==================== design 1
design_1/met2.png
Drawn at 3 px/um.
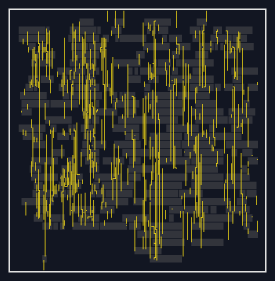

[config.mk]
export PLATFORM = sky130hd
export DESIGN_NAME = uart_rx_flat
export DESIGN_NICKNAME = d
export VERILOG_FILES = /design/src/rtl/uart_rx_if.sv /design/src/rtl/uart_rx.sv /design/src/flat_wrapper.sv
export SDC_FILE = /design/constraint.sdc
export NUM_CORES = 1
export LEC_CHECK = 0
export CELL_PAD_IN_SITES_DETAIL_PLACEMENT = 0
export CELL_PAD_IN_SITES_GLOBAL_PLACEMENT = 1
export CORE_AREA = 2 2 83 85
export DETAILED_ROUTE_END_ITERATION = 12
export DIE_AREA = 0 0 85 87
export PLACE_DENSITY_LB_ADDON = 0.12
export SLEW_MARGIN = 10
export SYNTH_ARGS = -nofsm -noshare
export SYNTH_HDL_FRONTEND = slang
export SYNTH_SLANG_ARGS = --single-unit
[constraint.sdc]
create_clock -name clk_i -period 2.7 [get_ports clk_i]
set_input_delay 0.54 -clock clk_i [delete_from_list [all_inputs] [get_ports clk_i]]
set_output_delay 0.54 -clock clk_i [all_outputs]
set_load 0.01 [all_outputs]
[src/rtl/uart_rx_if.sv]
// Bus between the UART receiver and the core's MMU.
//   rx          serial input pin, asynchronous to clk, idles high
//   read_en     pop the FIFO head this cycle (MMU load strobe)
//   err_clear   clear frame_err and overrun
//   data        FIFO head, first-word-fall-through, 8'h00 when empty
//   data_valid  FIFO not empty
//   fifo_full   FIFO holds its full depth
//   frame_err   sticky: a stop bit was sampled low
//   overrun     sticky: a byte arrived while the FIFO was full and not popped
// master: the MMU/pin side that drives the bus. slave: the receiver.
interface uart_rx_if;
  logic       rx;
  logic       read_en;
  logic       err_clear;
  logic [7:0] data;
  logic       data_valid;
  logic       fifo_full;
  logic       frame_err;
  logic       overrun;

  modport master (
    output rx, read_en, err_clear,
    input  data, data_valid, fifo_full, frame_err, overrun
  );

  modport slave (
    input  rx, read_en, err_clear,
    output data, data_valid, fifo_full, frame_err, overrun
  );
endinterface

[src/rtl/uart_rx.sv]
// 8N1 UART receiver with a small first-word-fall-through receive FIFO.
//   clk_i   system clock, rising edge
//   rst_ni  asynchronous active-low reset
//   bus_io  uart_rx_if.slave: rx pin, read_en/err_clear strobes, FIFO head and status flags
// ClksPerBit must be >= 4; FifoDepth must be a power of two, >= 2.
module uart_rx #(
  parameter int unsigned ClksPerBit = 868,
  parameter int unsigned FifoDepth  = 4
) (
  input logic      clk_i,
  input logic      rst_ni,
  uart_rx_if.slave bus_io
);

  localparam int unsigned CntW = $clog2(ClksPerBit);
  localparam int unsigned PtrW = $clog2(FifoDepth);
  localparam int unsigned OccW = $clog2(FifoDepth + 1);

  localparam logic [CntW-1:0] HalfCnt = CntW'(ClksPerBit / 2 - 1);
  localparam logic [CntW-1:0] LastCnt = CntW'(ClksPerBit - 1);
  localparam logic [OccW-1:0] FullOcc = OccW'(FifoDepth);

  typedef enum logic [1:0] {StIdle, StStart, StData, StStop} state_e;

  // Synchroniser and edge detect; all reset to the idle (high) line level.
  logic rx_meta_q, rx_s_q, rx_prev_q;

  always_ff @(posedge clk_i or negedge rst_ni) begin
    if (!rst_ni) begin
      rx_meta_q <= 1'b1;
      rx_s_q    <= 1'b1;
      rx_prev_q <= 1'b1;
    end else begin
      rx_meta_q <= bus_io.rx;
      rx_s_q    <= rx_meta_q;
      rx_prev_q <= rx_s_q;
    end
  end

  state_e          state_q;
  logic [CntW-1:0] bit_cnt_q;
  logic [2:0]      bit_idx_q;
  logic [7:0]      shift_q;

  always_ff @(posedge clk_i or negedge rst_ni) begin
    if (!rst_ni) begin
      state_q   <= StIdle;
      bit_cnt_q <= '0;
      bit_idx_q <= '0;
      shift_q   <= '0;
    end else begin
      unique case (state_q)
        StIdle: begin
          // Only a high-to-low transition starts a frame, so a line held low never retriggers.
          if (rx_prev_q && !rx_s_q) begin
            state_q   <= StStart;
            bit_cnt_q <= '0;
          end
        end
        StStart: begin
          if (bit_cnt_q == HalfCnt) begin
            if (!rx_s_q) begin
              state_q   <= StData;
              bit_cnt_q <= '0;
              bit_idx_q <= '0;
            end else begin
              state_q <= StIdle;  // glitch shorter than half a bit
            end
          end else begin
            bit_cnt_q <= bit_cnt_q + 1'b1;
          end
        end
        StData: begin
          if (bit_cnt_q == LastCnt) begin
            shift_q   <= {rx_s_q, shift_q[7:1]};  // LSB first
            bit_cnt_q <= '0;
            if (bit_idx_q == 3'd7) begin
              state_q <= StStop;
            end else begin
              bit_idx_q <= bit_idx_q + 1'b1;
            end
          end else begin
            bit_cnt_q <= bit_cnt_q + 1'b1;
          end
        end
        StStop: begin
          if (bit_cnt_q == LastCnt) begin
            state_q   <= StIdle;
            bit_cnt_q <= '0;
          end else begin
            bit_cnt_q <= bit_cnt_q + 1'b1;
          end
        end
        default: state_q <= StIdle;
      endcase
    end
  end

  // Receive FIFO and sticky flags.
  logic [7:0]      mem_q [FifoDepth];
  logic [PtrW-1:0] wr_ptr_q, rd_ptr_q;
  logic [OccW-1:0] occ_q, occ_d;
  logic            frame_err_q, frame_err_d;
  logic            overrun_q, overrun_d;
  logic            stop_sample, full, push, pop, drop, frame_bad;

  always_comb begin
    stop_sample = (state_q == StStop) && (bit_cnt_q == LastCnt);
    full        = (occ_q == FullOcc);
    pop         = bus_io.read_en && (occ_q != '0);
    // A pop in the same cycle frees the slot, so a full FIFO can still accept the byte.
    push        = stop_sample && rx_s_q && (!full || bus_io.read_en);
    drop        = stop_sample && rx_s_q && full && !bus_io.read_en;
    frame_bad   = stop_sample && !rx_s_q;

    occ_d = occ_q;
    if (push && !pop) begin
      occ_d = occ_q + 1'b1;
    end else if (pop && !push) begin
      occ_d = occ_q - 1'b1;
    end

    frame_err_d = bus_io.err_clear ? 1'b0 : (frame_err_q | frame_bad);
    overrun_d   = bus_io.err_clear ? 1'b0 : (overrun_q | drop);
  end

  always_ff @(posedge clk_i or negedge rst_ni) begin
    if (!rst_ni) begin
      wr_ptr_q    <= '0;
      rd_ptr_q    <= '0;
      occ_q       <= '0;
      frame_err_q <= 1'b0;
      overrun_q   <= 1'b0;
    end else begin
      if (push) begin
        wr_ptr_q <= wr_ptr_q + 1'b1;
      end
      if (pop) begin
        rd_ptr_q <= rd_ptr_q + 1'b1;
      end
      occ_q       <= occ_d;
      frame_err_q <= frame_err_d;
      overrun_q   <= overrun_d;
    end
  end

  // Storage needs no reset: the head is masked to zero whenever the FIFO is empty.
  always_ff @(posedge clk_i) begin
    if (push) begin
      mem_q[wr_ptr_q] <= shift_q;
    end
  end

  assign bus_io.data       = (occ_q != '0) ? mem_q[rd_ptr_q] : 8'h00;
  assign bus_io.data_valid = (occ_q != '0);
  assign bus_io.fifo_full  = full;
  assign bus_io.frame_err  = frame_err_q;
  assign bus_io.overrun    = overrun_q;

endmodule

[src/flat_wrapper.sv]
// flat-port wrapper written by rule: the top's interface ports become plain ports
module uart_rx_flat 
#(
  parameter int unsigned ClksPerBit = 868,
  parameter int unsigned FifoDepth  = 4
)
  (clk_i, rst_ni, bus_io_rx, bus_io_read_en, bus_io_err_clear, bus_io_data, bus_io_data_valid, bus_io_fifo_full, bus_io_frame_err, bus_io_overrun);
  uart_rx_if bus_io_i ();
  input logic clk_i;
  input logic rst_ni;
  input wire logic [$bits(bus_io_i.rx)-1:0] bus_io_rx;
  input wire logic [$bits(bus_io_i.read_en)-1:0] bus_io_read_en;
  input wire logic [$bits(bus_io_i.err_clear)-1:0] bus_io_err_clear;
  output wire logic [$bits(bus_io_i.data)-1:0] bus_io_data;
  output wire logic [$bits(bus_io_i.data_valid)-1:0] bus_io_data_valid;
  output wire logic [$bits(bus_io_i.fifo_full)-1:0] bus_io_fifo_full;
  output wire logic [$bits(bus_io_i.frame_err)-1:0] bus_io_frame_err;
  output wire logic [$bits(bus_io_i.overrun)-1:0] bus_io_overrun;
  assign bus_io_i.rx = bus_io_rx;
  assign bus_io_i.read_en = bus_io_read_en;
  assign bus_io_i.err_clear = bus_io_err_clear;
  assign bus_io_data = bus_io_i.data;
  assign bus_io_data_valid = bus_io_i.data_valid;
  assign bus_io_fifo_full = bus_io_i.fifo_full;
  assign bus_io_frame_err = bus_io_i.frame_err;
  assign bus_io_overrun = bus_io_i.overrun;
  uart_rx #(.ClksPerBit(ClksPerBit), .FifoDepth(FifoDepth)) u_core (.clk_i(clk_i), .rst_ni(rst_ni), .bus_io(bus_io_i));
endmodule
==================== design 2
<file path="config.mk">
export PLATFORM = sky130hd
export DESIGN_NAME = vga_plot_arbiter
export DESIGN_NICKNAME = d
export VERILOG_FILES = /design/src/rtl/vga_plot_arbiter.sv
export SDC_FILE = /design/constraint.sdc
export NUM_CORES = 1
export LEC_CHECK = 0
export CORE_MARGIN = 2
export CORE_UTILIZATION = 34
export CTS_BUF_LIST = sky130_fd_sc_hd__clkbuf_4
export CTS_CLUSTER_DIAMETER = 40
export DETAILED_ROUTE_END_ITERATION = 12
export PLACE_DENSITY_LB_ADDON = 0.25
export SLEW_MARGIN = 10
export SYNTH_ARGS = -nofsm -noshare
export SYNTH_HDL_FRONTEND = slang
export SYNTH_SLANG_ARGS = --single-unit
</file>
<file path="constraint.sdc">
create_clock -name CLOCK_50 -period 1.8 [get_ports CLOCK_50]
set_input_delay 0.36 -clock CLOCK_50 [delete_from_list [all_inputs] [get_ports CLOCK_50]]
set_output_delay 0.36 -clock CLOCK_50 [all_outputs]
set_load 0.1 [all_outputs]
</file>
<file path="src/rtl/vga_plot_arbiter.sv">
// vga_plot_arbiter: time-slot arbiter that multiplexes N_CH pixel-plot
// sources onto the single VGA adapter write port.
//
// Each channel owns SLOT_CYCLES consecutive clock cycles, in turn. The
// selected fields are registered, so the first cycle of every slot still
// shows the previous owner's last sample. plot_enable is forced low in that
// guard cycle so a half-switched coordinate is never written.
//
// Optional feature, macro VGA_ARB_SKIP_IDLE_EN:
//   - At slot end, ownership passes to the next requesting channel
//     (scanning circularly after the current owner).
//   - An owner that stops requesting hands off early when another channel
//     is requesting.
//   Without the macro, the rotation is a fixed round-robin and src_plot
//   only gates plot_enable.
module vga_plot_arbiter #(
    parameter int N_CH        = 8,
    parameter int X_W         = 9,
    parameter int Y_W         = 8,
    parameter int C_W         = 3,
    parameter int SLOT_CYCLES = 1024
) (
    input  logic                  CLOCK_50,
    input  logic                  rstn,
    input  logic                  en,
    input  logic [N_CH*X_W-1:0]   src_x,
    input  logic [N_CH*Y_W-1:0]   src_y,
    input  logic [N_CH*C_W-1:0]   src_color,
    input  logic [N_CH-1:0]       src_plot,
    output logic [N_CH-1:0]       grant,
    output logic                  slot_start,
    output logic [X_W-1:0]        VGA_X,
    output logic [Y_W-1:0]        VGA_Y,
    output logic [C_W-1:0]        VGA_COLOR,
    output logic                  plot_enable
);

    localparam int CUR_W = (N_CH > 1) ? $clog2(N_CH) : 1;
    localparam int CNT_W = (SLOT_CYCLES > 1) ? $clog2(SLOT_CYCLES) : 1;

    localparam logic [CNT_W-1:0] CNT_LOAD  = CNT_W'(SLOT_CYCLES - 1);
    localparam logic [CNT_W-1:0] CNT_ZERO  = {CNT_W{1'b0}};
    localparam logic [CNT_W-1:0] CNT_ONE   = CNT_W'(1);
    localparam logic [CUR_W-1:0] CUR_ZERO  = {CUR_W{1'b0}};
    localparam logic [CUR_W-1:0] CUR_ONE   = CUR_W'(1);
    localparam logic [N_CH-1:0]  GRANT_CH0 = N_CH'(1);

    // Plain round-robin successor, wrapping N_CH-1 back to 0.
    function automatic logic [CUR_W-1:0] rr_next(input logic [CUR_W-1:0] c);
        logic [CUR_W-1:0] n;
        if (int'(c) >= N_CH - 1) begin
            n = CUR_ZERO;
        end else begin
            n = c + CUR_ONE;
        end
        return n;
    endfunction

`ifdef VGA_ARB_SKIP_IDLE_EN
    // First requesting channel after c, scanning circularly with c itself
    // last; falls back to plain round-robin when nobody requests.
    function automatic logic [CUR_W-1:0] skip_next(input logic [CUR_W-1:0] c,
                                                   input logic [N_CH-1:0]  req);
        logic [CUR_W-1:0] n;
        logic             found;
        n     = rr_next(c);
        found = 1'b0;
        for (int i = 1; i <= N_CH; i++) begin
            int idx;
            idx = (int'(c) + i) % N_CH;
            if (!found && req[idx]) begin
                n     = CUR_W'(idx);
                found = 1'b1;
            end
        end
        return n;
    endfunction
`endif

    logic [CUR_W-1:0] cur_r;
    logic [CNT_W-1:0] slot_cnt_r;
    logic [N_CH-1:0]  grant_r;
    logic             slot_start_r;
    logic [X_W-1:0]   vga_x_r;
    logic [Y_W-1:0]   vga_y_r;
    logic [C_W-1:0]   vga_color_r;
    logic             plot_enable_r;

    logic [CUR_W-1:0] cur_next_s;
    logic [CNT_W-1:0] cnt_next_s;
    logic [N_CH-1:0]  grant_next_s;
    logic             slot_end_s;
    logic             early_s;
    logic             pe_next_s;
    logic [X_W-1:0]   sel_x_s;
    logic [Y_W-1:0]   sel_y_s;
    logic [C_W-1:0]   sel_color_s;

    // Slot scheduling: decide whether this edge ends the slot and who owns next.
    always_comb begin
        cur_next_s   = cur_r;
        cnt_next_s   = slot_cnt_r;
        slot_end_s   = 1'b0;
        early_s      = 1'b0;
        grant_next_s = grant_r;
        pe_next_s    = 1'b0;
        sel_x_s      = src_x[int'(cur_r)*X_W +: X_W];
        sel_y_s      = src_y[int'(cur_r)*Y_W +: Y_W];
        sel_color_s  = src_color[int'(cur_r)*C_W +: C_W];

`ifdef VGA_ARB_SKIP_IDLE_EN
        // grant_r is the one-hot of cur_r, so masking it leaves the others.
        early_s = !src_plot[cur_r] && (|(src_plot & ~grant_r));
`else
        early_s = 1'b0;
`endif

        if (en) begin
            if ((slot_cnt_r == CNT_ZERO) || early_s) begin
                slot_end_s = 1'b1;
                cnt_next_s = CNT_LOAD;
`ifdef VGA_ARB_SKIP_IDLE_EN
                cur_next_s = skip_next(cur_r, src_plot);
`else
                cur_next_s = rr_next(cur_r);
`endif
            end else begin
                slot_end_s = 1'b0;
                cnt_next_s = slot_cnt_r - CNT_ONE;
                cur_next_s = cur_r;
            end
        end else begin
            slot_end_s = 1'b0;
            cnt_next_s = slot_cnt_r;
            cur_next_s = cur_r;
        end

        grant_next_s = GRANT_CH0 << cur_next_s;
        // The slot-ending edge loads the outgoing owner's last sample: guard it.
        pe_next_s    = en && src_plot[cur_r] && !slot_end_s;
    end

    // Owner index, slot down-counter, one-hot grant and slot-start pulse.
    always_ff @(posedge CLOCK_50 or negedge rstn) begin
        if (!rstn) begin
            cur_r        <= CUR_ZERO;
            slot_cnt_r   <= CNT_LOAD;
            grant_r      <= GRANT_CH0;
            slot_start_r <= 1'b0;
        end else begin
            cur_r        <= cur_next_s;
            slot_cnt_r   <= cnt_next_s;
            grant_r      <= grant_next_s;
            slot_start_r <= slot_end_s;
        end
    end

    // Registered write port: fields of the pre-edge owner; held while frozen.
    always_ff @(posedge CLOCK_50 or negedge rstn) begin
        if (!rstn) begin
            vga_x_r       <= {X_W{1'b0}};
            vga_y_r       <= {Y_W{1'b0}};
            vga_color_r   <= {C_W{1'b0}};
            plot_enable_r <= 1'b0;
        end else if (en) begin
            vga_x_r       <= sel_x_s;
            vga_y_r       <= sel_y_s;
            vga_color_r   <= sel_color_s;
            plot_enable_r <= pe_next_s;
        end else begin
            plot_enable_r <= 1'b0;
        end
    end

    assign grant       = grant_r;
    assign slot_start  = slot_start_r;
    assign VGA_X       = vga_x_r;
    assign VGA_Y       = vga_y_r;
    assign VGA_COLOR   = vga_color_r;
    assign plot_enable = plot_enable_r;

endmodule
</file>
==================== design 3
File: src/rtl/nand_boot_sequencer.sv
// nand_boot_sequencer: drives nand_master through the NAND bring-up command sequence and streams page bytes.
// Build option: define NAND_SEQ_MFR_CHECK_EN to reject an ID byte 0 that differs from EXPECTED_MFR.
module nand_boot_sequencer #(
    parameter int         NUM_CHIPS      = 1,
    parameter int         ID_BYTES       = 5,
    parameter int         PAGE_BYTES     = 16,
    parameter int         TIMEOUT_CYCLES = 4096,
    parameter logic [7:0] EXPECTED_MFR   = 8'h2C,
    localparam int        CS_W           = (NUM_CHIPS > 1) ? $clog2(NUM_CHIPS) : 1
) (
    input  logic            clk,
    input  logic            reset,
    input  logic            start,
    input  logic            abort,
    input  logic [CS_W-1:0] chip_sel,
    output logic [5:0]      nm_cmd,
    output logic [7:0]      nm_data_in,
    output logic            nm_activate,
    input  logic            nm_busy,
    input  logic [7:0]      nm_data_out,
    output logic            seq_busy,
    output logic            seq_done,
    output logic            seq_error,
    output logic [3:0]      err_state,
    output logic            id_valid,
    output logic [2:0]      id_index,
    output logic [7:0]      id_byte,
    output logic [7:0]      status_byte,
    output logic            pg_valid,
    input  logic            pg_ready,
    output logic [7:0]      pg_data,
    output logic            pg_last
);
    localparam int               TMO_W    = $clog2(TIMEOUT_CYCLES + 1);
    localparam logic [TMO_W-1:0] TMO_INIT = TMO_W'(TIMEOUT_CYCLES - 1);
    localparam logic [2:0]       ID_LAST  = 3'(ID_BYTES - 1);
    localparam logic [15:0]      PG_LAST  = 16'(PAGE_BYTES - 1);

    // state | meaning: IDLE wait start | CTRL_RST..GET_BYTE command issue/gap/wait |
    // PG_HOLD page byte offered on stream | DONE success pulse | ERROR timeout or bad ID, back to IDLE
    typedef enum logic [3:0] {
        IDLE = 4'd0, CTRL_RST = 4'd1, CHIP_EN = 4'd2, NAND_RST = 4'd3, READ_ID = 4'd4,
        GET_ID = 4'd5, GET_STAT = 4'd6, RST_IDX_A = 4'd7, PAGE_RD = 4'd8, RST_IDX_B = 4'd9,
        GET_BYTE = 4'd10, PG_HOLD = 4'd11, DONE = 4'd12, ERROR = 4'd13
    } state_t;
    typedef enum logic [1:0] {PH_ISSUE, PH_GAP, PH_WAIT} phase_t;

    state_t            state, state_nx;
    phase_t            phase, phase_nx;
    logic              is_cmd, accept, issue, enter_err, cap_id, cap_stat, cap_pg, pg_xfer, mfr_bad;
    logic [TMO_W-1:0]  tmo_cnt;
    logic [2:0]        id_cnt;
    logic [15:0]       pg_cnt;
    logic [CS_W-1:0]   cs_q;

    function automatic logic [5:0] cmd_code(input state_t s);
        case (s)
            CTRL_RST:             return 6'h01;
            CHIP_EN:              return 6'h0E;
            NAND_RST:             return 6'h04;
            READ_ID:              return 6'h06;
            GET_ID:               return 6'h13;
            GET_STAT:             return 6'h0D;
            RST_IDX_A, RST_IDX_B: return 6'h12;
            PAGE_RD:              return 6'h09;
            GET_BYTE:             return 6'h15;
            default:              return 6'h00;
        endcase
    endfunction

`ifdef NAND_SEQ_MFR_CHECK_EN
    assign mfr_bad = (id_cnt == 3'd0) && (nm_data_out != EXPECTED_MFR);
`else
    assign mfr_bad = 1'b0 & (^EXPECTED_MFR);
`endif

    assign is_cmd      = (state >= CTRL_RST) && (state <= GET_BYTE);
    assign nm_activate = is_cmd && (phase == PH_ISSUE);
    assign seq_busy    = (state != IDLE) && (state != DONE) && (state != ERROR);
    assign seq_done    = (state == DONE);

    always_ff @(posedge clk or posedge reset) begin
        if (reset) begin
            state <= IDLE;
            phase <= PH_ISSUE;
        end else begin
            state <= state_nx;
            phase <= phase_nx;
        end
    end

    always_comb begin
        state_nx  = state;
        phase_nx  = phase;
        accept    = 1'b0;
        issue     = 1'b0;
        enter_err = 1'b0;
        cap_id    = 1'b0;
        cap_stat  = 1'b0;
        cap_pg    = 1'b0;
        pg_xfer   = 1'b0;
        case (state)
            IDLE: begin
                if (start && !nm_busy) begin
                    state_nx = CTRL_RST;
                    phase_nx = PH_ISSUE;
                    accept   = 1'b1;
                    issue    = 1'b1;
                end
            end
            PG_HOLD: begin
                if (abort) begin
                    state_nx = IDLE;
                end else if (pg_valid && pg_ready) begin
                    pg_xfer = 1'b1;
                    if (pg_cnt == PG_LAST) begin
                        state_nx = DONE;
                    end else begin
                        state_nx = GET_BYTE;
                        phase_nx = PH_ISSUE;
                        issue    = 1'b1;
                    end
                end
            end
            DONE, ERROR: state_nx = IDLE;
            default: begin
                // abort outranks a timeout expiring in the same cycle
                if (abort) begin
                    state_nx = IDLE;
                end else begin
                    case (phase)
                        PH_ISSUE: phase_nx = PH_GAP;
                        PH_GAP:   phase_nx = PH_WAIT;
                        default: begin
                            if (nm_busy) begin
                                if (tmo_cnt == '0) begin
                                    state_nx  = ERROR;
                                    enter_err = 1'b1;
                                end
                            end else begin
                                phase_nx = PH_ISSUE;
                                issue    = 1'b1;
                                case (state)
                                    CTRL_RST:  state_nx = CHIP_EN;
                                    CHIP_EN:   state_nx = NAND_RST;
                                    NAND_RST:  state_nx = READ_ID;
                                    READ_ID:   state_nx = GET_ID;
                                    GET_ID: begin
                                        cap_id = 1'b1;
                                        if (mfr_bad) begin
                                            state_nx  = ERROR;
                                            enter_err = 1'b1;
                                            issue     = 1'b0;
                                        end else if (id_cnt == ID_LAST) begin
                                            state_nx = GET_STAT;
                                        end
                                    end
                                    GET_STAT: begin
                                        cap_stat = 1'b1;
                                        state_nx = RST_IDX_A;
                                    end
                                    RST_IDX_A: state_nx = PAGE_RD;
                                    PAGE_RD:   state_nx = RST_IDX_B;
                                    RST_IDX_B: state_nx = GET_BYTE;
                                    GET_BYTE: begin
                                        cap_pg   = 1'b1;
                                        state_nx = PG_HOLD;
                                        issue    = 1'b0;
                                    end
                                    default:   state_nx = IDLE;
                                endcase
                            end
                        end
                    endcase
                end
            end
        endcase
    end

    always_ff @(posedge clk or posedge reset) begin
        if (reset) begin
            nm_cmd      <= '0;
            nm_data_in  <= '0;
            seq_error   <= 1'b0;
            err_state   <= '0;
            id_valid    <= 1'b0;
            id_index    <= '0;
            id_byte     <= '0;
            status_byte <= '0;
            pg_valid    <= 1'b0;
            pg_data     <= '0;
            pg_last     <= 1'b0;
            tmo_cnt     <= '0;
            id_cnt      <= '0;
            pg_cnt      <= '0;
            cs_q        <= '0;
        end else begin
            id_valid <= 1'b0;
            if (accept) begin
                seq_error <= 1'b0;
                err_state <= '0;
                cs_q      <= chip_sel;
                id_cnt    <= '0;
                pg_cnt    <= '0;
            end
            if (issue) begin
                nm_cmd     <= cmd_code(state_nx);
                nm_data_in <= (state_nx == CHIP_EN) ? 8'(cs_q) : 8'h00;
                tmo_cnt    <= TMO_INIT;
            end else if (is_cmd && phase == PH_WAIT && tmo_cnt != '0) begin
                tmo_cnt <= tmo_cnt - 1'b1;
            end
            if (enter_err) begin
                seq_error <= 1'b1;
                err_state <= state;
            end
            if (cap_id) begin
                id_valid <= 1'b1;
                id_index <= id_cnt;
                id_byte  <= nm_data_out;
                id_cnt   <= id_cnt + 3'd1;
            end
            if (cap_stat) status_byte <= nm_data_out;
            if (cap_pg) begin
                pg_data  <= nm_data_out;
                pg_valid <= 1'b1;
                pg_last  <= (pg_cnt == PG_LAST);
            end
            if (pg_xfer) begin
                pg_valid <= 1'b0;
                pg_last  <= 1'b0;
                pg_cnt   <= pg_cnt + 16'd1;
            end
            if (abort && state != IDLE) begin
                pg_valid <= 1'b0;
                pg_last  <= 1'b0;
            end
        end
    end
endmodule
File: config.mk
export PLATFORM = sky130hd
export DESIGN_NAME = nand_boot_sequencer
export DESIGN_NICKNAME = d
export VERILOG_FILES = /design/src/rtl/nand_boot_sequencer.sv
export SDC_FILE = /design/constraint.sdc
export NUM_CORES = 1
export LEC_CHECK = 0
export ABC_CLOCK_PERIOD_IN_PS = 2990
export CORE_MARGIN = 5
export CORE_UTILIZATION = 42
export DETAILED_ROUTE_END_ITERATION = 6
export GPL_TIMING_DRIVEN = 1
export PLACE_DENSITY = 0.67
export SLEW_MARGIN = 20
export SYNTH_ARGS = -nofsm -noshare
export SYNTH_HDL_FRONTEND = slang
export SYNTH_SLANG_ARGS = --single-unit
File: constraint.sdc
create_clock -name clk -period 2.99 [get_ports clk]
set_input_delay 0.299 -clock clk [delete_from_list [all_inputs] [get_ports clk]]
set_output_delay 0.299 -clock clk [all_outputs]
set_load 0.005 [all_outputs]
==================== design 4
### src/rtl/bound_flasher_monitor.sv
// Bound-flasher LED bus checker: thermometer decode, segment tracking and violation reporting, 1-cycle latency.
// Optional saturating violation counter under BFM_ERR_COUNTER_EN; without it err_count is tied to 0.
module bound_flasher_monitor #(
   parameter int ERR_CNT_W = 8
) (
   input  logic                 clk,
   input  logic                 reset,
   input  logic [15:0]          led_in,
   input  logic                 flick,
   output logic [4:0]           level,
   output logic                 valid_code,
   output logic [2:0]           seg,
   output logic                 cycle_done,
   output logic                 err,
   output logic [2:0]           err_code,
   output logic [ERR_CNT_W-1:0] err_count
);

   localparam logic [1:0] M_IDLE   = 2'd0;
   localparam logic [1:0] M_UP     = 2'd1;
   localparam logic [1:0] M_DOWN   = 2'd2;
   localparam logic [1:0] M_RESYNC = 2'd3;

   localparam logic [2:0] E_NONE  = 3'd0;
   localparam logic [2:0] E_CODE  = 3'd1;
   localparam logic [2:0] E_STEP  = 3'd2;
   localparam logic [2:0] E_BOUND = 3'd3;
   localparam logic [2:0] E_REV   = 3'd4;
   localparam logic [2:0] E_START = 3'd5;
   localparam logic [2:0] E_STALL = 3'd6;

   localparam logic [2:0] SEG_IDLE = 3'd7;

   logic [1:0] state_q, state_d;
   logic [4:0] level_q, level_d;
   logic       valid_q, valid_d;
   logic [2:0] seg_q, seg_d;
   logic       at_bound_q, at_bound_d;
   logic       flick_q;
   logic       err_q, err_d;
   logic [2:0] err_code_q, err_code_d;
   logic       done_q, done_d;

   logic       code_ok;
   logic [4:0] n;
   logic       flick_seen, step_up, step_dn, step_eq;
   logic [4:0] lim;
   logic [2:0] ecode;

   // Segment bound: max for UP segments, min for DOWN segments
   function automatic logic [4:0] seg_limit(input logic [2:0] s);
      case (s)
         3'd0:    seg_limit = 5'd16;
         3'd1:    seg_limit = 5'd6;
         3'd2:    seg_limit = 5'd11;
         3'd4:    seg_limit = 5'd6;
         default: seg_limit = 5'd0;
      endcase
   endfunction

   always_comb begin
      code_ok = 1'b0;
      n       = 5'd0;
      for (int i = 0; i <= 16; i++) begin
         if (led_in == 16'((17'd1 << i) - 17'd1)) begin
            code_ok = 1'b1;
            n       = 5'(i);
         end
      end
   end

   assign flick_seen = flick | flick_q;
   assign step_up    = code_ok && (n == level_q + 5'd1);
   assign step_dn    = code_ok && (level_q != 5'd0) && (n == level_q - 5'd1);
   assign step_eq    = code_ok && (n == level_q);
   assign lim        = seg_limit(seg_q);

   always_comb begin
      state_d    = state_q;
      seg_d      = seg_q;
      at_bound_d = at_bound_q;
      done_d     = 1'b0;
      ecode      = E_NONE;
      level_d    = code_ok ? n : level_q;
      valid_d    = code_ok;
      case (state_q)
         M_IDLE: begin
            if (!code_ok)              ecode = E_CODE;
            else if (step_up) begin
               if (flick_seen) begin
                  state_d    = M_UP;
                  seg_d      = 3'd0;
                  at_bound_d = 1'b0;
               end else        ecode = E_START;
            end else if (!step_eq)     ecode = E_STEP;
         end
         M_UP: begin
            if (!code_ok)                               ecode = E_CODE;
            else if (!(step_up || step_dn || step_eq))  ecode = E_STEP;
            else if (step_up && (n > lim))              ecode = E_BOUND;
            else if (step_dn)                           ecode = E_REV;
            else if (step_eq) begin
               if (at_bound_q) begin
                  state_d    = M_DOWN;
                  seg_d      = seg_q + 3'd1;
                  at_bound_d = 1'b0;
               end else ecode = E_STALL;
            end else at_bound_d = (n == lim);
         end
         M_DOWN: begin
            if (!code_ok)                               ecode = E_CODE;
            else if (!(step_up || step_dn || step_eq))  ecode = E_STEP;
            else if (step_dn && (n < lim))              ecode = E_BOUND;
            else if (step_up) begin
               // Flick reversal is only legal from the flasher's turnaround levels
               if (flick_seen && (level_q == 5'd0 || level_q == 5'd6)) begin
                  state_d    = M_UP;
                  seg_d      = seg_q - 3'd1;
                  at_bound_d = 1'b0;
               end else ecode = E_REV;
            end else if (step_eq) begin
               if (!at_bound_q) ecode = E_STALL;
               else if (seg_q == 3'd5) begin
                  state_d    = M_IDLE;
                  seg_d      = SEG_IDLE;
                  at_bound_d = 1'b0;
                  done_d     = 1'b1;
               end else begin
                  state_d    = M_UP;
                  seg_d      = seg_q + 3'd1;
                  at_bound_d = 1'b0;
               end
            end else at_bound_d = (n == lim);
         end
         default: begin
            if (code_ok && n == 5'd0) state_d = M_IDLE;
         end
      endcase

      err_d = (ecode != E_NONE);
      if (err_d) begin
         state_d    = M_RESYNC;
         seg_d      = SEG_IDLE;
         at_bound_d = 1'b0;
         done_d     = 1'b0;
      end
      err_code_d = err_d ? ecode : err_code_q;
   end

   always_ff @(posedge clk or negedge reset) begin
      if (!reset) begin
         state_q    <= M_IDLE;
         level_q    <= 5'd0;
         valid_q    <= 1'b1;
         seg_q      <= SEG_IDLE;
         at_bound_q <= 1'b0;
         flick_q    <= 1'b0;
         err_q      <= 1'b0;
         err_code_q <= E_NONE;
         done_q     <= 1'b0;
      end else begin
         state_q    <= state_d;
         level_q    <= level_d;
         valid_q    <= valid_d;
         seg_q      <= seg_d;
         at_bound_q <= at_bound_d;
         flick_q    <= flick;
         err_q      <= err_d;
         err_code_q <= err_code_d;
         done_q     <= done_d;
      end
   end

`ifdef BFM_ERR_COUNTER_EN
   logic [ERR_CNT_W-1:0] err_count_q;

   always_ff @(posedge clk or negedge reset) begin
      if (!reset)                              err_count_q <= '0;
      else if (err_d && (err_count_q != '1))   err_count_q <= err_count_q + ERR_CNT_W'(1);
   end

   assign err_count = err_count_q;
`else
   assign err_count = '0;
`endif

   assign level      = level_q;
   assign valid_code = valid_q;
   assign seg        = seg_q;
   assign cycle_done = done_q;
   assign err        = err_q;
   assign err_code   = err_code_q;

endmodule

### config.mk
export PLATFORM = sky130hd
export DESIGN_NAME = bound_flasher_monitor
export DESIGN_NICKNAME = d
export VERILOG_FILES = /design/src/rtl/bound_flasher_monitor.sv
export SDC_FILE = /design/constraint.sdc
export NUM_CORES = 1
export LEC_CHECK = 0
export ABC_AREA = 0
export CORE_MARGIN = 2
export CORE_UTILIZATION = 45
export DETAILED_ROUTE_END_ITERATION = 12
export GPL_TIMING_DRIVEN = 0
export PLACE_DENSITY_LB_ADDON = 0.08
export REMOVE_ABC_BUFFERS = 1
export SYNTH_ARGS = -nofsm -noshare
export SYNTH_HDL_FRONTEND = slang
export SYNTH_SLANG_ARGS = --single-unit
export TNS_END_PERCENT = 100
### constraint.sdc
create_clock -name clk -period 3.1 [get_ports clk]
set_clock_uncertainty 0.1 [all_clocks]
set_input_delay 0.31 -clock clk [delete_from_list [all_inputs] [get_ports clk]]
set_output_delay 0.31 -clock clk [all_outputs]
set_load 0.02 [all_outputs]
design_4/final_congestion.png
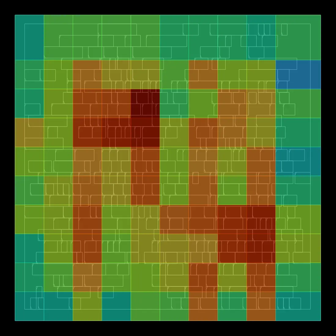
grt met3 use: 0.0262
Final Util: 0.655
met1 GRT Util: 0.339

==> flow_summary.ini, design 4 <==
; physical design summary
[clock_network]
post-cts-setup-buffer-count = 28
cts_buffers = 3
cts_hold_buf = 0
clock_path_buffers = 2
clock-sinks = 18

[hold_path]
holdPathEnd = err_code[2]$_DFFE_PN0P_
hp-class = reg2reg
hold_depth = 1

[worst_setup_path]
cp.depth = 16
max_stage_delay_ns = 0.56
slowest_stage = dfstp_2
rrSetupSlack_ns = -0.30

[yosys]
async_reset_ff_frac = 1.00
top_area_cell = dfrtp_1
synthXorXnorAreaFrac = 0.0558
top_cells_by_area = dfrtp_1 (16%), ha_1 (11%), dfstp_2 (4.9%), inv_1 (4.0%), o21ai_0 (3.3%)
postSynthAreaPerCell_um2 = 8.26
synth_top_cell_by_count = inv_1
postSynthSeqShare = 0.214
top_area_frac = 0.164

[detailed_routing]
num_vias = 2262
wirelength_um = 6540
drt-pass1-iter-count = 5
wl_per_cell_um = 17.5
drc = 0

[layout]
sh_seq_area = 0.150
final_cells = 375

[grt]
grt_pass1_wl_um = 10700
grt_pass1_vias = 2255
track_usage = 0.252

[run]
warnings = 38
cap_violations = 0

[status]
status = finished with violations
violations = negative setup slack

[floorplan]
die_w_um = 72.8
boundaryPins = 41
taps = 54
core_um2 = 4630

[timing]
worst_pin_slew_ns = 0.860
worst_slack_ns = -0.300
setup_viol = 10
hold-worst-slack_ns = 0.404
hold_violations = 0

[power_and_ir_drop]
vdd_drop_max_uv = 557
[design 4: per-layer routing]
metal / vias to the layer above / part of all wire / global-route usage
met1: 1102 / 0.43 / 0.339
met4: 0 / 0.017 / 0.0782
met2: 65 / 0.51 / 0.425
li1: 1085 / - / -
met5: - / 0 / 0
met3: 10 / 0.037 / 0.0262
[design 4: power by group]
part	total (mW)	internal [mW]	switching [mW]
registers	0.348	0.299	0.0491
logic	1.33	0.624	0.707
clock network	0.204	0.113	0.0903
total	1.88	1.04	0.847
design_3/met2.png
Drawn at 2 px/um.
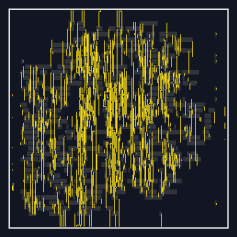
wire length on this layer: 4,500 um
longest straight run: 48.4 um
total wire length: 9520 um
via total after detailed routing: 3,308

==> flow_summary.ini, design 3 <==
; physical design summary
[grt]
use_met3 = 0.0491
track_usage = 0.171
overflow = 0
grt_most_used_layer = met2
grt_pass1_wl_um = 16100

[timing]
period_needed_ns = 2.79
fin_skew_ns = 0.0200
fmax_mhz = 358

[yosys]
synth_cell_type_count = 58
yosys.area_share.adder = 0.0214
top_area_cell = dfrtp_1
synth_top_cell_by_count = nand2_1
yosysWarnings = 0
synth-edff-count = 0
top_logic_kind = simple AND/OR/NAND/NOR gates
top_cells_by_count = nand2_1 (90), dfrtp_1 (80), mux2_2 (19), nand3_1 (19)

[worst_setup_path]
r2r-end = nm_cmd[4]$_DFFE_PP0N_
cp.depth = 4
max_stage_delay_ns = 0.71

[power_and_ir_drop]
vdd_drop_max_uv = 310
p_sw_uw = 824
netSwitchingFraction = 0.320

[detailed_routing]
wl_met2_um = 4500

[floorplan]
core_um2 = 9640

[place]
dp_hpwl_um = 6600
dpl-instance-area_um2 = 4820
gp_congestion = 0.850

[layout]
syn_to_final_growth_pct = 23.1
final_nets = 505
most-common-layout-cells = nand2_1 (90), dfrtp_1 (80), clkdlybuf4s50_1 (58)
num-fill-cells = 888

[clock_network]
cts_buffers = 9
cts_hold_buf = 0
cts_resized = 0
clock-sinks = 80

[status]
status = complete, no violations
==> design 3: power groups by stage <==
stage	clock network [mW]	logic, mW	registers (mW)
floorplan	0	0.346	1.21
global placement	0	0.533	1.23
detailed placement	0	0.546	1.23
CTS	0.836	0.549	1.21
global route	0.879	0.608	1.22
finish	0.812	0.546	1.21
==> design 3: final cells by class <==
class,count,area share
multi-input combinational,307,0.380
clock inverter,7,0.0152
clock buffer,9,0.0246
timing repair buffer,72,0.139
tap,133,0.0331
sequential,80,0.398
inverter,13,0.00971
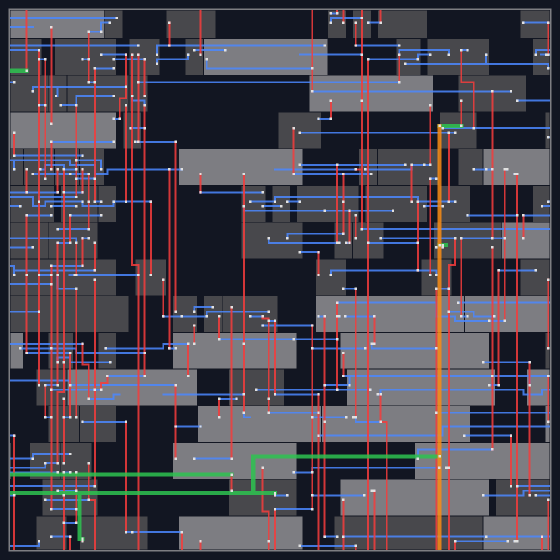
design_1/zoom.png
Region (22, 41) to (62, 81) um. Cells in grey, sequential cells in the stronger grey; small squares are vias.
[green] met3
[orange] met4
[blue] met1
[red] met2
netlist names of flops here include: `u_core.mem_q` (7), `u_core.shift_q` (4), `u_core.wr_ptr_q` (2)
cells with their middle in the window: 79
most frequent: dfrtp_1 (9), ha_1 (8), edfxtp_1 (7)
sequential cells in the window: 17

design_1/final_congestion.png
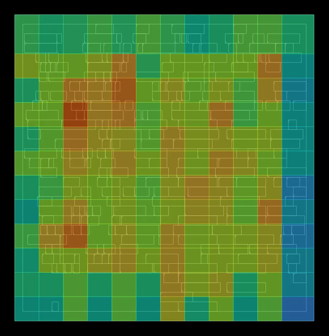
DR WL/cell: 15.5 um
GRT met2 Usage: 0.253

Notes on design_1/met2.png above:
main direction: vertical
wire length on this layer: 2,540 um
share of all routed wire: 48%
longest straight run: 41.5 um
nets with wire on the layer: 217
total wire length: 5260 um
via total after detailed routing: 1,798

==> flow_summary.ini, design 1 <==
; physical design summary
[layout]
clkbuf_count = 9
comb_area_um2 = 1230
top_area_cell_class = sequential cells
most-common-layout-cells = edfxtp_1 (32), dfrtp_1 (31), and2_1 (15), clkdlybuf4s50_1 (15), nand2_1 (14)
clock_area_frac = 0.0660

[worst_setup_path]
cp_top_family = buffers and inverters
cp-startpoint = u_core.rd_ptr_q[0]$_DFFE_PN0P_
cp_max_fo = 7
cp.arrival_ns = 2.04
path_buffers = 2
cp_cell_sequence = buf_12 > mux4_2 > and2_1 > clkdlybuf4s50_1

[floorplan]
boundaryPins = 17
fp_util = 0.477
core.rowCount = 30
chip_area_um2 = 7400

[detailed_routing]
drc = 0
ant_nets = 0
drt_iter0_drc = 87

[timing]
fmax_mhz = 388
period_needed_ns = 2.58
post-route-period-util = 0.954

[place]
dp_hpwl_um = 3560
dpl.cell_count = 322
dpl_worst_slack_ns = 0.193

[grt]
grt_pass1_wl_um = 8870

[clock_network]
clock-sinks = 67
clock_latency_ns = 0.34

[power_and_ir_drop]
comb_power_share = 0.256
p_sw_uw = 897
p_total_mw = 3.01

[yosys]
ys_sh_simple = 0.156
fp_nets = 248
synth-compound-area-share = 0.0650
ys_ff = 67
ys_sh_mux = 0.0966

[status]
status = complete, no violations
## design 1: power by group through the flow
stage | Clock [mW] | Sequential [mW] | Combinational, mW
global placement | 0 | 1.27 | 0.777
global route | 1.07 | 1.26 | 0.862
finish | 0.995 | 1.24 | 0.768
CTS | 1.03 | 1.24 | 0.782
detailed placement | 0 | 1.26 | 0.774
floorplan | 0 | 1.21 | 0.619
## design 1: what timing repair did
action                                 CTS  global route
setup endpoints to repair                0             7
endpoints found under the hold margin    0             0
gates resized                            0             1
design_2/met2.png
Drawn at 3 px/um.
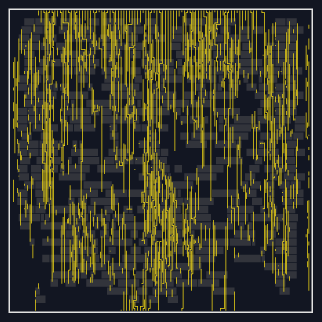
share of all routed wire: 54%
main direction: vertical
nets with wire on the layer: 611
via total after detailed routing: 3,346
GRT met2 Usage: 0.393

design_2/registers.png
Drawn at 4 px/um. Other sequential cells in the stronger grey, the rest of the logic in the fainter grey.
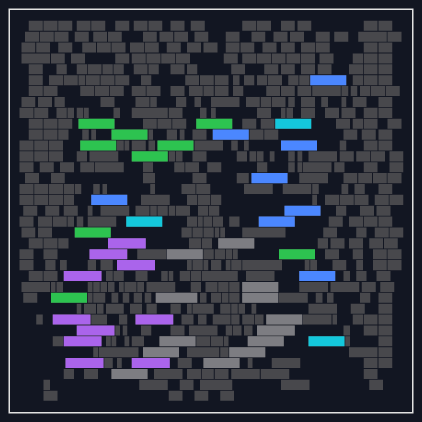
[blue] `VGA_Y` | placed flops: 8
[purple] `slot_cnt_r` | placed flops: 10 | where: south-west
[green] `VGA_X` | placed flops: 9
[cyan] `VGA_COLOR` | placed flops: 3
not coloured: 13
Flop area: 1090 um2
fraction of area in registers: 0.188
Final Util: 0.636
sequential power: 1.57 mW

==> flow_summary.ini, design 2 <==
; physical design summary
[yosys]
top_cells_by_count = mux2i_1 (81), a22oi_1 (40), dfrtp_1 (32), inv_1 (25)
syn_area_um2 = 3170
synth_cells = 332
yosysWarnings = 0
async_reset_ff_frac = 1.00
synthXorXnorAreaFrac = 0.0194
ys_cells = 332
fp_nets = 506
top_area_frac = 0.256

[worst_setup_path]
cp-startpoint = cur_r[0]$_DFF_PN0_
crit_type = reg2reg
worst_setup_path_end_kind = flop
endpoint = grant[7]$_DFF_PN0_
cp_top_family = simple AND/OR/NAND/NOR gates

[floorplan]
core.rowCount = 35

[timing]
relSlewSlack = 0.650
worst_slack_ns = 0.0405
hold-worst-slack_ns = 0.273

[clock_network]
clock_path_buffers = 2
cts_root_buf = clkbuf_4
cts_hold_buf = 1

[layout]
clkbuf_count = 5
syn_to_final_growth_pct = 83.7
comb_area_um2 = 1870
drive_gt1_frac = 0.173
most-common-layout-cells = clkdlybuf4s50_1 (168), mux2i_1 (81), a22oi_1 (40)
seq_cell_count = 43

[grt]
grt_pass1_wl_um = 16500
grt_most_used_layer = met2
use_met3 = 0.0451
globalRouteMet1Util = 0.234

[detailed_routing]
dr_wl_met3_um = 746
wl_met2_um = 5990
drt-met1-wl_um = 4200

[hold_path]
hold_depth = 3

[status]
status = complete, no violations

[place]
dp_hpwl_um = 8640

[power_and_ir_drop]
p_sw_mw = 2.67
design 2: kinds of logic (layout without fill, tap and decap cells):
family | count (synthesis) | count (layout)
adders and majority gates | 3 | 3
DFF | 43 | 43
muxes | 84 | 84
xor gates and xnor gates | 7 | 7
buffers and inverters | 54 | 259
and+or+nand+nor | 65 | 65
AOI/OAI and AO/OA | 76 | 76
design 2: state kept, by name (all words and copies together), names as in the netlist:
signal / flops
VGA_Y: 8
VGA_COLOR: 3
VGA_X: 9
slot_cnt_r: 10
slot_start: 1
plot_enable: 1
cur_r: 3
grant: 8

==> screenshots <==
Gate families picked out.
(a)
Drawn at 6 px/um.
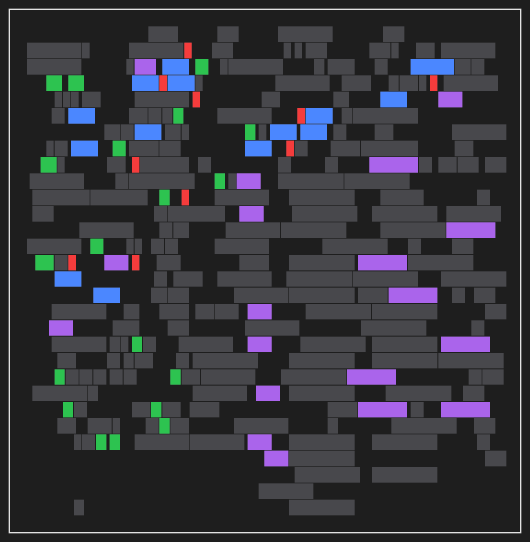
(b)
Drawn at 6 px/um.
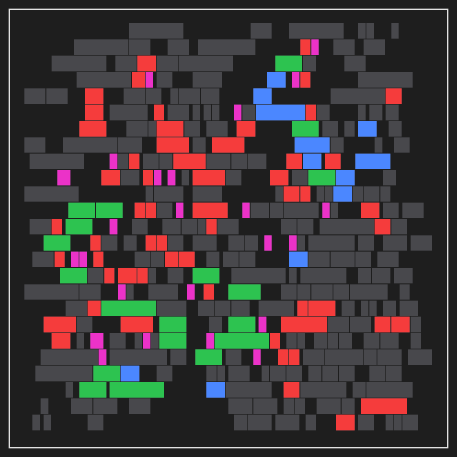
(c)
Drawn at 4 px/um.
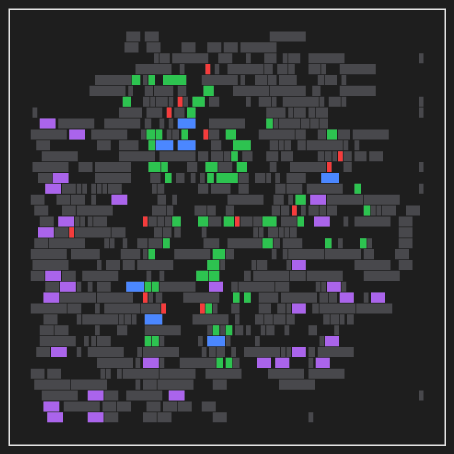
(d)
Drawn at 4 px/um.
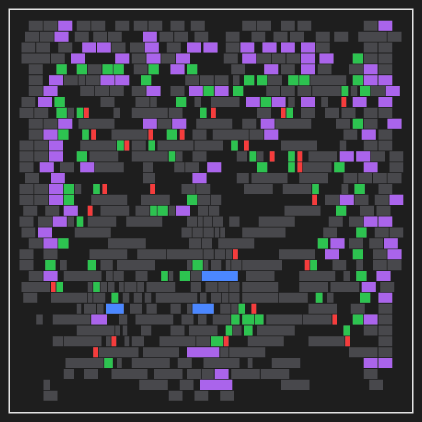
(d): design 2
(a): design 1
(c): design 3
(b): design 4
The one with the smallest die is (b).
The one with the largest die is (c).



==> gallery <==
Sequential cells coloured by netlist name.
image #1
Drawn at 4 px/um. Other sequential cells in the stronger grey, the rest of the logic in the fainter grey.
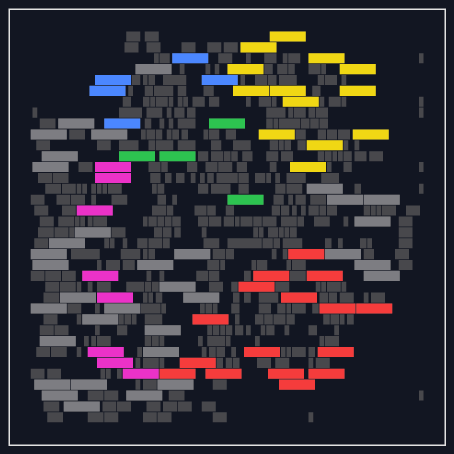
image #2
Drawn at 6 px/um. Other sequential cells in the stronger grey, the rest of the logic in the fainter grey.
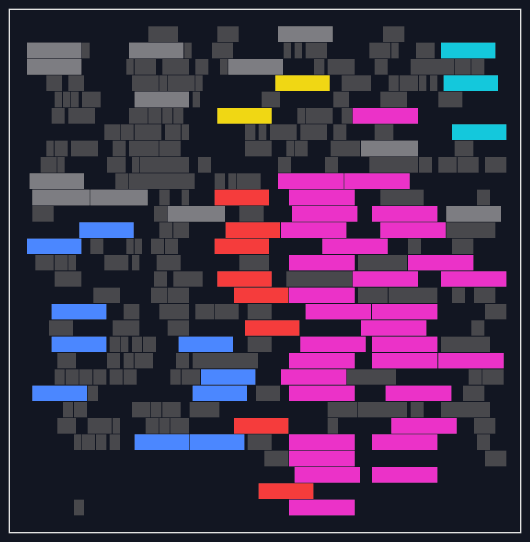
image #3
Drawn at 6 px/um. Other sequential cells in the stronger grey, the rest of the logic in the fainter grey.
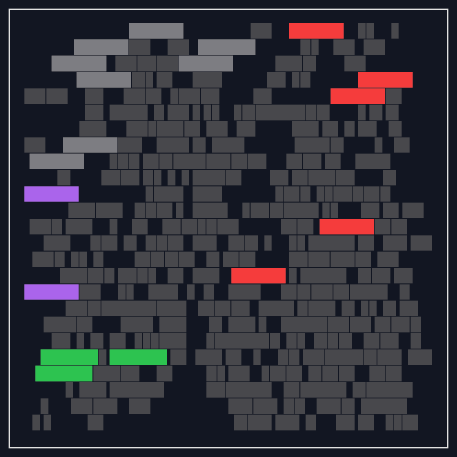
Of these, fewest sequential cells: image #3
Of these, most sequential cells: image #1
design 1: image #2
design 3: image #1
design 4: image #3


==> notes/layouts.md <==
Pictures saved along the way, in no particular order.

Zoomed window.
panel A
Region (34, 56) to (74, 96) um. Cells in grey, sequential cells in the stronger grey; small squares are vias.
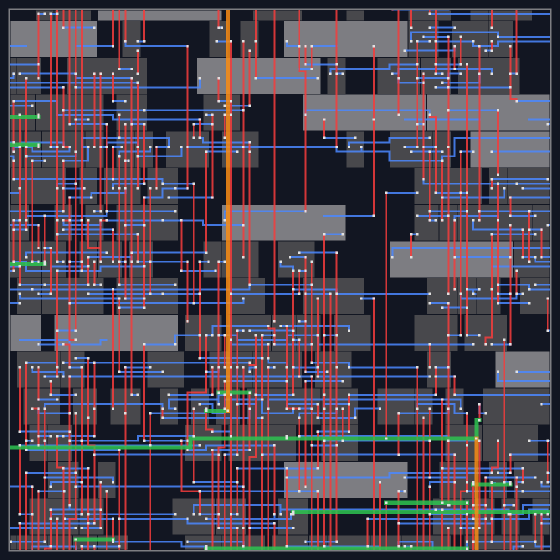
panel B
Region (30, 50) to (70, 90) um. Cells in grey, sequential cells in the stronger grey; small squares are vias.
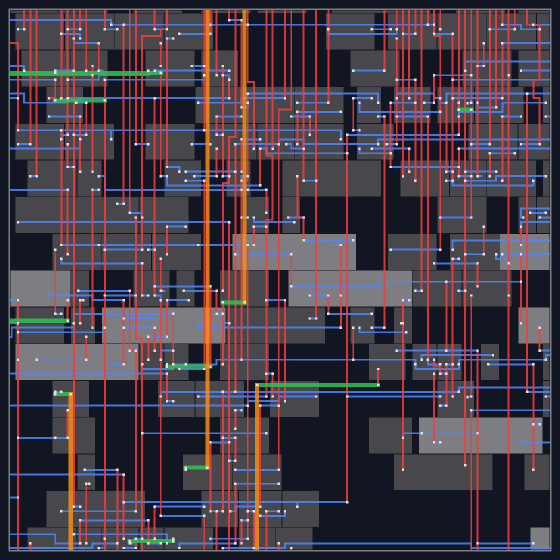
panel C
Region (16, 31) to (56, 71) um. Cells in grey, sequential cells in the stronger grey; small squares are vias.
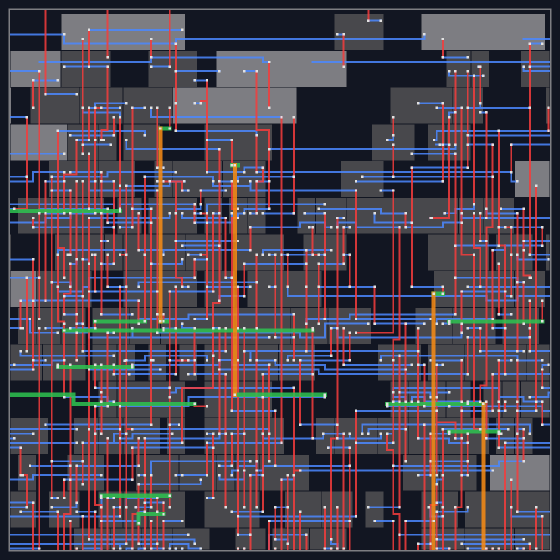
| from | picture |
|---|---|
| design 4 | panel C |
| design 3 | panel A |
| design 2 | panel B |

Key to panel A:
[green] met3
[red] met2
[blue] met1
[orange] met4
most frequent: nand2_1 (13), dfrtp_1 (10), nor2_1 (9)
cells with their middle in the window: 117
netlist names of flops here include: `tmo_cnt` (5), `state` (3)
sequential cells in the window: 10

No activity file was given, so power comes from the tool's default toggle rates.
